# ---- pipe_mem_arbiter ----
File: config.mk
export PLATFORM = sky130hd
export DESIGN_NAME = pipe_mem_arbiter
export DESIGN_NICKNAME = d
export VERILOG_FILES = /design/src/rtl/pipe_mem_arbiter_pkg.sv /design/src/rtl/bus_wait_timer.sv /design/src/rtl/pipe_mem_arbiter.sv
export SDC_FILE = /design/constraint.sdc
export NUM_CORES = 1
export LEC_CHECK = 0
export ABC_AREA = 1
export CORE_MARGIN = 5
export CORE_UTILIZATION = 40
export DETAILED_ROUTE_END_ITERATION = 10
export PLACE_DENSITY = 0.77
export SYNTH_ARGS = -nofsm -noshare
export SYNTH_HDL_FRONTEND = slang
export SYNTH_SLANG_ARGS = --single-unit
File: constraint.sdc
create_clock -name clk -period 1.55 [get_ports clk]
set_input_delay 0.155 -clock clk [delete_from_list [all_inputs] [get_ports clk]]
set_output_delay 0.155 -clock clk [all_outputs]
set_load 0.01 [all_outputs]
File: src/rtl/pipe_mem_arbiter_pkg.sv
// Shared definitions for the IF/MEM memory-bus arbiter: FSM state codes and watchdog defaults.
package pipe_mem_arbiter_pkg;

    localparam int unsigned ARB_TIMEOUT_DEFAULT = 255;
    localparam int unsigned WAIT_CNT_W          = 8;

    typedef enum logic [1:0] {
        ST_IDLE  = 2'd0,
        ST_DATA  = 2'd1,
        ST_FETCH = 2'd2,
        ST_DONE  = 2'd3
    } arb_state_e;

endpackage

File: src/rtl/bus_wait_timer.sv
// Wait-cycle counter for one bus transaction; o_tc_c flags the last allowed wait cycle.
module bus_wait_timer
    import pipe_mem_arbiter_pkg::*;
#(
    parameter int unsigned TC = ARB_TIMEOUT_DEFAULT
) (
    input  logic clk,
    input  logic rst_n,
    input  logic i_clr,
    input  logic i_en,
    output logic o_tc_c
);

    logic [WAIT_CNT_W-1:0] r_cnt;

    always_ff @(posedge clk or negedge rst_n) begin
        if (!rst_n) begin
            r_cnt <= '0;
        end else if (i_clr) begin
            r_cnt <= '0;
        end else if (i_en) begin
            r_cnt <= r_cnt + WAIT_CNT_W'(1);
        end
    end

    // Asserted while the current cycle is the TC-th unacknowledged wait cycle.
    assign o_tc_c = (r_cnt == WAIT_CNT_W'(TC - 1));

endmodule

File: src/rtl/pipe_mem_arbiter.sv
// Serialises MEM and IF accesses onto one single-port bus (MEM first), stalls the pipeline
// while an access is outstanding and aborts hung transactions via a wait-cycle watchdog.
module pipe_mem_arbiter
    import pipe_mem_arbiter_pkg::*;
#(
    parameter int unsigned ADDR_W  = 32,
    parameter int unsigned DATA_W  = 32,
    parameter int unsigned TIMEOUT = ARB_TIMEOUT_DEFAULT
) (
    input  logic              clk,
    input  logic              rst_n,
    input  logic              if_req,
    input  logic [ADDR_W-1:0] if_addr,
    output logic [DATA_W-1:0] if_rdata,
    input  logic              mem_req,
    input  logic              mem_we,
    input  logic [ADDR_W-1:0] mem_addr,
    input  logic [DATA_W-1:0] mem_wdata,
    output logic [DATA_W-1:0] mem_rdata,
    output logic              bus_req,
    output logic              bus_we,
    output logic [ADDR_W-1:0] bus_addr,
    output logic [DATA_W-1:0] bus_wdata,
    input  logic [DATA_W-1:0] bus_rdata,
    input  logic              bus_ack,
    output logic              stall,
    output logic              bus_err
);

    arb_state_e        r_state, w_state_nxt;
    logic              r_bus_req, w_bus_req_nxt;
    logic              r_bus_we, w_bus_we_nxt;
    logic [ADDR_W-1:0] r_bus_addr, w_bus_addr_nxt;
    logic [DATA_W-1:0] r_bus_wdata, w_bus_wdata_nxt;
    logic [DATA_W-1:0] r_if_rdata, w_if_rdata_nxt;
    logic [DATA_W-1:0] r_mem_rdata, w_mem_rdata_nxt;
    logic              r_bus_err, w_bus_err_nxt;

    logic w_busy;
    logic w_ack;
    logic w_abort;
    logic w_xfer_end;
    logic w_issue;
    logic w_tc;

    assign w_busy     = (r_state == ST_DATA) || (r_state == ST_FETCH);
    assign w_ack      = w_busy && r_bus_req && bus_ack;
    assign w_abort    = w_busy && !w_ack && w_tc;
    assign w_xfer_end = w_ack || w_abort;

    bus_wait_timer #(
        .TC (TIMEOUT)
    ) u_wait_timer (
        .clk    (clk),
        .rst_n  (rst_n),
        .i_clr  (w_issue),
        .i_en   (w_busy && !w_ack),
        .o_tc_c (w_tc)
    );

    always_ff @(posedge clk or negedge rst_n) begin
        if (!rst_n) begin
            r_state     <= ST_IDLE;
            r_bus_req   <= 1'b0;
            r_bus_we    <= 1'b0;
            r_bus_addr  <= '0;
            r_bus_wdata <= '0;
            r_if_rdata  <= '0;
            r_mem_rdata <= '0;
            r_bus_err   <= 1'b0;
        end else begin
            r_state     <= w_state_nxt;
            r_bus_req   <= w_bus_req_nxt;
            r_bus_we    <= w_bus_we_nxt;
            r_bus_addr  <= w_bus_addr_nxt;
            r_bus_wdata <= w_bus_wdata_nxt;
            r_if_rdata  <= w_if_rdata_nxt;
            r_mem_rdata <= w_mem_rdata_nxt;
            r_bus_err   <= w_bus_err_nxt;
        end
    end

    // Next-state and next-register logic; a fetch can chain directly off a finished data access.
    always_comb begin
        w_state_nxt     = r_state;
        w_bus_req_nxt   = r_bus_req;
        w_bus_we_nxt    = r_bus_we;
        w_bus_addr_nxt  = r_bus_addr;
        w_bus_wdata_nxt = r_bus_wdata;
        w_if_rdata_nxt  = r_if_rdata;
        w_mem_rdata_nxt = r_mem_rdata;
        w_bus_err_nxt   = r_bus_err;
        w_issue         = 1'b0;

        case (r_state)
            ST_IDLE: begin
                if (mem_req) begin
                    w_bus_req_nxt   = 1'b1;
                    w_bus_we_nxt    = mem_we;
                    w_bus_addr_nxt  = mem_addr;
                    w_bus_wdata_nxt = mem_wdata;
                    w_issue         = 1'b1;
                    w_state_nxt     = ST_DATA;
                end else if (if_req) begin
                    w_bus_req_nxt  = 1'b1;
                    w_bus_we_nxt   = 1'b0;
                    w_bus_addr_nxt = if_addr;
                    w_issue        = 1'b1;
                    w_state_nxt    = ST_FETCH;
                end
            end
            ST_DATA: begin
                if (w_xfer_end) begin
                    // Stores have no destination, so their completion leaves mem_rdata alone.
                    if (!r_bus_we) begin
                        w_mem_rdata_nxt = w_ack ? bus_rdata : '0;
                    end
                    w_bus_err_nxt = r_bus_err || w_abort;
                    if (if_req) begin
                        w_bus_req_nxt  = 1'b1;
                        w_bus_we_nxt   = 1'b0;
                        w_bus_addr_nxt = if_addr;
                        w_issue        = 1'b1;
                        w_state_nxt    = ST_FETCH;
                    end else begin
                        w_bus_req_nxt = 1'b0;
                        w_state_nxt   = ST_DONE;
                    end
                end
            end
            ST_FETCH: begin
                if (w_xfer_end) begin
                    w_if_rdata_nxt = w_ack ? bus_rdata : '0;
                    w_bus_err_nxt  = r_bus_err || w_abort;
                    w_bus_req_nxt  = 1'b0;
                    w_state_nxt    = ST_DONE;
                end
            end
            ST_DONE: begin
                w_state_nxt = ST_IDLE;
            end
            default: begin
                w_state_nxt = ST_IDLE;
            end
        endcase
    end

    assign stall = w_busy || ((r_state == ST_IDLE) && (if_req || mem_req));

    assign bus_req   = r_bus_req;
    assign bus_we    = r_bus_we;
    assign bus_addr  = r_bus_addr;
    assign bus_wdata = r_bus_wdata;
    assign if_rdata  = r_if_rdata;
    assign mem_rdata = r_mem_rdata;
    assign bus_err   = r_bus_err;

endmodule
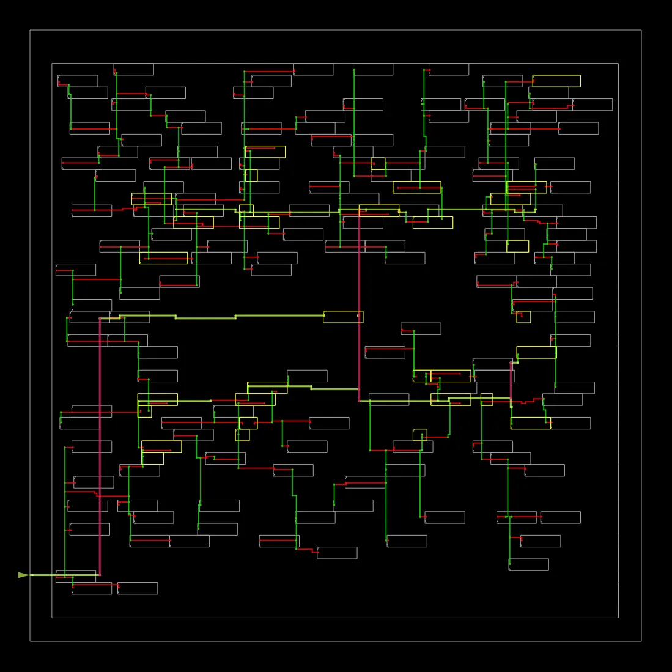
(pipe_mem_arbiter/final_clocks.png)
CTS Buf Count: 17
Clock Power: 4.36 mW

==> impl_metrics.csv <==
group,metric,value,unit
sta,min_period_over_period,108,%
power_and_ir_drop,total_leakage_power,6.05,nW
clock_network,clock_latency,0.42,ns
power_and_ir_drop,p_total,21.6,mW
clock_network,ctsHoldBuffers,1,
status,status,"complete, but fails checks",
logic_synthesis,edf_count,0,
status,violations,"setup timing",
floorplanning,taps,220,
floorplanning,die_w,141,um
placed_design,place_inst,1374,
sta,setup_viol,98,
clock_network,cts_setup_buffers,3,
logic_synthesis,postSynth.asyncResetShare,100,%
sta,setup_ws,-0.130,ns
sta,fmax,0.595,GHz
floorplanning,dieArea,19900,um2
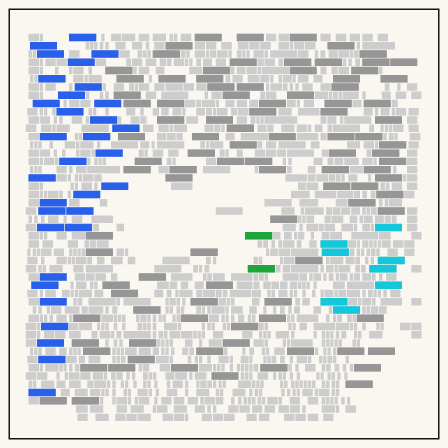
(pipe_mem_arbiter/registers.png)
Other sequential cells in the stronger grey, the rest of the logic in the fainter grey.
`u_wait_timer.r_cnt` -> cyan  # flops 8, where right middle
`r_state` -> green  # flops 2
`bus_wdata` -> blue  # flops 32, where a column on the left
not coloured = 99


# ---- pc_stack_sequencer ----
==> pc_stack_sequencer/metal_stack.png <==
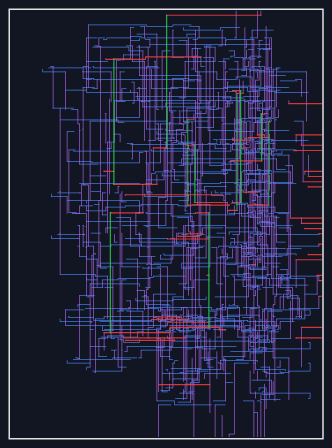
==> pc_stack_sequencer/pins.png <==
Pins as bars across the die edge, other pins in grey.
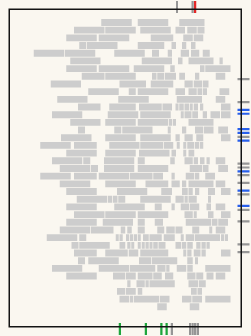
[src/rtl/pc_stack_sequencer.sv]
// Program-counter sequencer with a hardware return-address stack, halt and stack-fault handling.
// Optional macro PC_TRAP_EN: stack overflow/underflow traps to TRAP_VEC and parks in FAULT.
module pc_stack_sequencer #(
    parameter int              PC_W     = 8,
    parameter int              DEPTH    = 8,
    parameter logic [PC_W-1:0] RST_VEC  = '0,
    parameter logic [PC_W-1:0] TRAP_VEC = PC_W'('hF0)
) (
    input  logic                  clk,
    input  logic                  rst,
    input  logic                  en,
    input  logic                  jump,
    input  logic                  ret,
    input  logic                  push,
    input  logic [PC_W-1:0]       target,
    input  logic                  halt_req,
    input  logic                  resume,
    output logic [PC_W-1:0]       pc,
    output logic [$clog2(DEPTH):0] sp,
    output logic                  stack_full,
    output logic                  stack_empty,
    output logic                  fault,
    output logic                  halted
);
    localparam int AW   = $clog2(DEPTH);
    localparam int SP_W = AW + 1;

    typedef enum logic [1:0] {S_RUN, S_HALT, S_FAULT} state_t;
    state_t state;

    logic [PC_W-1:0] stack_mem [DEPTH];
    logic [PC_W-1:0] pc_inc;
    logic [PC_W-1:0] top;
    logic            advance;
    logic            overflow;
    logic            underflow;
    logic            push_ok;

    assign stack_full  = (sp == SP_W'(DEPTH));
    assign stack_empty = (sp == '0);
    assign halted      = (state != S_RUN);

    assign pc_inc    = pc + PC_W'(1);
    // Read from the registered sp so a ret right after a call sees the fresh entry.
    assign top       = stack_mem[AW'(sp - SP_W'(1))];
    assign advance   = en && (state == S_RUN) && !halt_req;
    assign underflow = advance && ret && stack_empty;
    assign overflow  = advance && !ret && push && stack_full;
    assign push_ok   = advance && !ret && push && !stack_full;

`ifndef PC_TRAP_EN
    // The trap vector has no use without the trap option.
    logic unused_trap;
    assign unused_trap = ^TRAP_VEC;
`endif

    always_ff @(posedge clk) begin
        if (push_ok)
            stack_mem[AW'(sp)] <= pc_inc;
    end

    always_ff @(posedge clk or posedge rst) begin
        if (rst) begin
            pc    <= RST_VEC;
            sp    <= '0;
            fault <= 1'b0;
            state <= S_RUN;
        end else if (en) begin
            case (state)
                S_RUN: begin
                    if (halt_req) begin
                        state <= S_HALT;
                    end else if (overflow || underflow) begin
                        fault <= 1'b1;
`ifdef PC_TRAP_EN
                        state <= S_FAULT;
                        pc    <= TRAP_VEC;
`else
                        // Stack action is dropped; the jump part of a call still goes ahead.
                        if (underflow)
                            pc <= pc_inc;
                        else if (jump)
                            pc <= target;
                        else
                            pc <= pc_inc;
`endif
                    end else if (ret) begin
                        pc <= top;
                        sp <= sp - SP_W'(1);
                    end else begin
                        pc <= jump ? target : pc_inc;
                        if (push)
                            sp <= sp + SP_W'(1);
                    end
                end
                default: begin
                    if (resume)
                        state <= S_RUN;
                end
            endcase
        end
    end
endmodule

[config.mk]
export PLATFORM = sky130hd
export DESIGN_NAME = pc_stack_sequencer
export DESIGN_NICKNAME = d
export VERILOG_FILES = /design/src/rtl/pc_stack_sequencer.sv
export SDC_FILE = /design/constraint.sdc
export NUM_CORES = 1
export LEC_CHECK = 0
export CAP_MARGIN = 40
export CORE_ASPECT_RATIO = 1.4
export CORE_MARGIN = 3
export CORE_UTILIZATION = 45
export CTS_BUF_LIST = sky130_fd_sc_hd__clkbuf_4
export DETAILED_ROUTE_END_ITERATION = 8
export PLACE_DENSITY = 0.68
export SLEW_MARGIN = 20
export SYNTH_ARGS = -nofsm -noshare
export SYNTH_HDL_FRONTEND = slang
export SYNTH_SLANG_ARGS = --single-unit
[constraint.sdc]
create_clock -name clk -period 5.2 [get_ports clk]
set_input_delay 0.78 -clock clk [delete_from_list [all_inputs] [get_ports clk]]
set_output_delay 0.78 -clock clk [all_outputs]
set_load 0.05 [all_outputs]
==> impl_metrics.csv <==
group,metric,value,unit
global_routing,grt.met3_usage,3.88,%
global_routing,grt_overflow,0,
cells_and_area,lay_top_count,"edfxtp_1",
logic_synthesis,ys_seq_share,63.1,%
clock_network,cts_setup_buffers,0,
setup_path,cp_common_cell,"inv_1",
setup_path,critPathKind,"reg -> out",
cells_and_area,drive_gt1_share,16.5,%
logic_synthesis,netlist_area,3600,um2
drt,drtIter0Drc,176,
status,status,"finished, final reports clean",
floorplanning,dieArea,9130,um2
floorplanning,io_pins,32,
cells_and_area,comb_area_share,29.5,%
setup_path,worstPathRequired,4.42,ns
setup_path,critPathMaxStageDelay,0.84,ns
sta,rsz0062_at_grt,"false",
power_and_ir_drop,powerComb,1.07,mW
logic_synthesis,mux_share,13.2,%
sta,final.setup_skew,0.0125,ns
clock_network,cts.sinks,78,
cells_and_area,reg_top3,"stack_mem (64), pc (8), sp (4)",
setup_path,crit_path_start_kind,"flip-flop",
setup_path,end_kind,"output port",
power_and_ir_drop,vdd_ir_drop_max,248,uV
drt,drc_errors,0,
setup_path,crit_end,"stack_empty",
placed_design,hpwl,5.39,mm
cells_and_area,buf_share,9.49,%
setup_path,cp.arrival,3.05,ns
clock_network,cts_resized,0,
global_routing,grt_max_degree,28,
logic_synthesis,ys_cells,249,
logic_synthesis,synthTopCellsByCount,"edfxtp_1, nor2_1, dfrtp_1, mux4_2, nand2_1",
setup_path,cp_num_cells,5,
logic_synthesis,synth_area_per_cell,14.5,um2
logic_synthesis,ys_sh_adder,1.39,%
sta,slew_viol_final,0,
sta,maxSlewHeadroom,46.2,%
About pc_stack_sequencer/metal_stack.png:
met1 -> blue  # wire length 3030 um
met4 -> green  # wire length 260 um
met3 -> red  # wire length 378 um
met2 -> purple  # wire length 3860 um

About pc_stack_sequencer/pins.png:
`pc` -> blue  # pins 8, direction output, edge right
`sp` -> green  # pins 4, direction output, edge bottom
`clk` -> red  # pins 1, direction input, edge top
all pins by edge = 20 right, 9 bottom, 3 top



==> notes/layouts.md <==
Pictures saved along the way, in no particular order.

Selected gate families.
image #1
The bar under the picture is 20 um long.
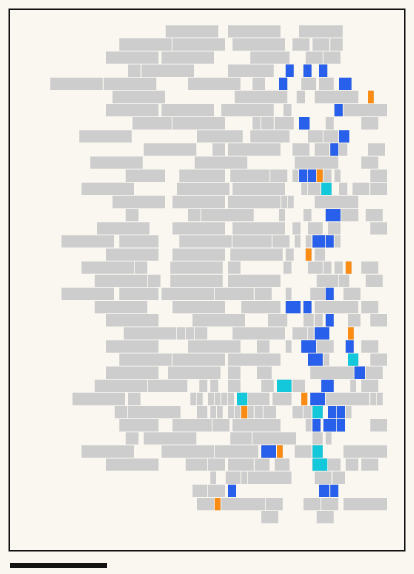
image #2
The bar under the picture is 50 um long.
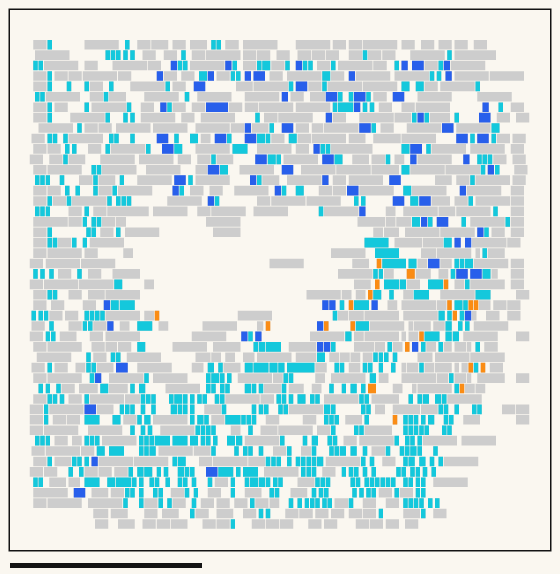
| picture | from |
|---|---|
| image #1 | pc_stack_sequencer |
| image #2 | pipe_mem_arbiter |
- largest die: image #2
- most cells: image #2

Power is estimated from default activity; no workload was simulated.
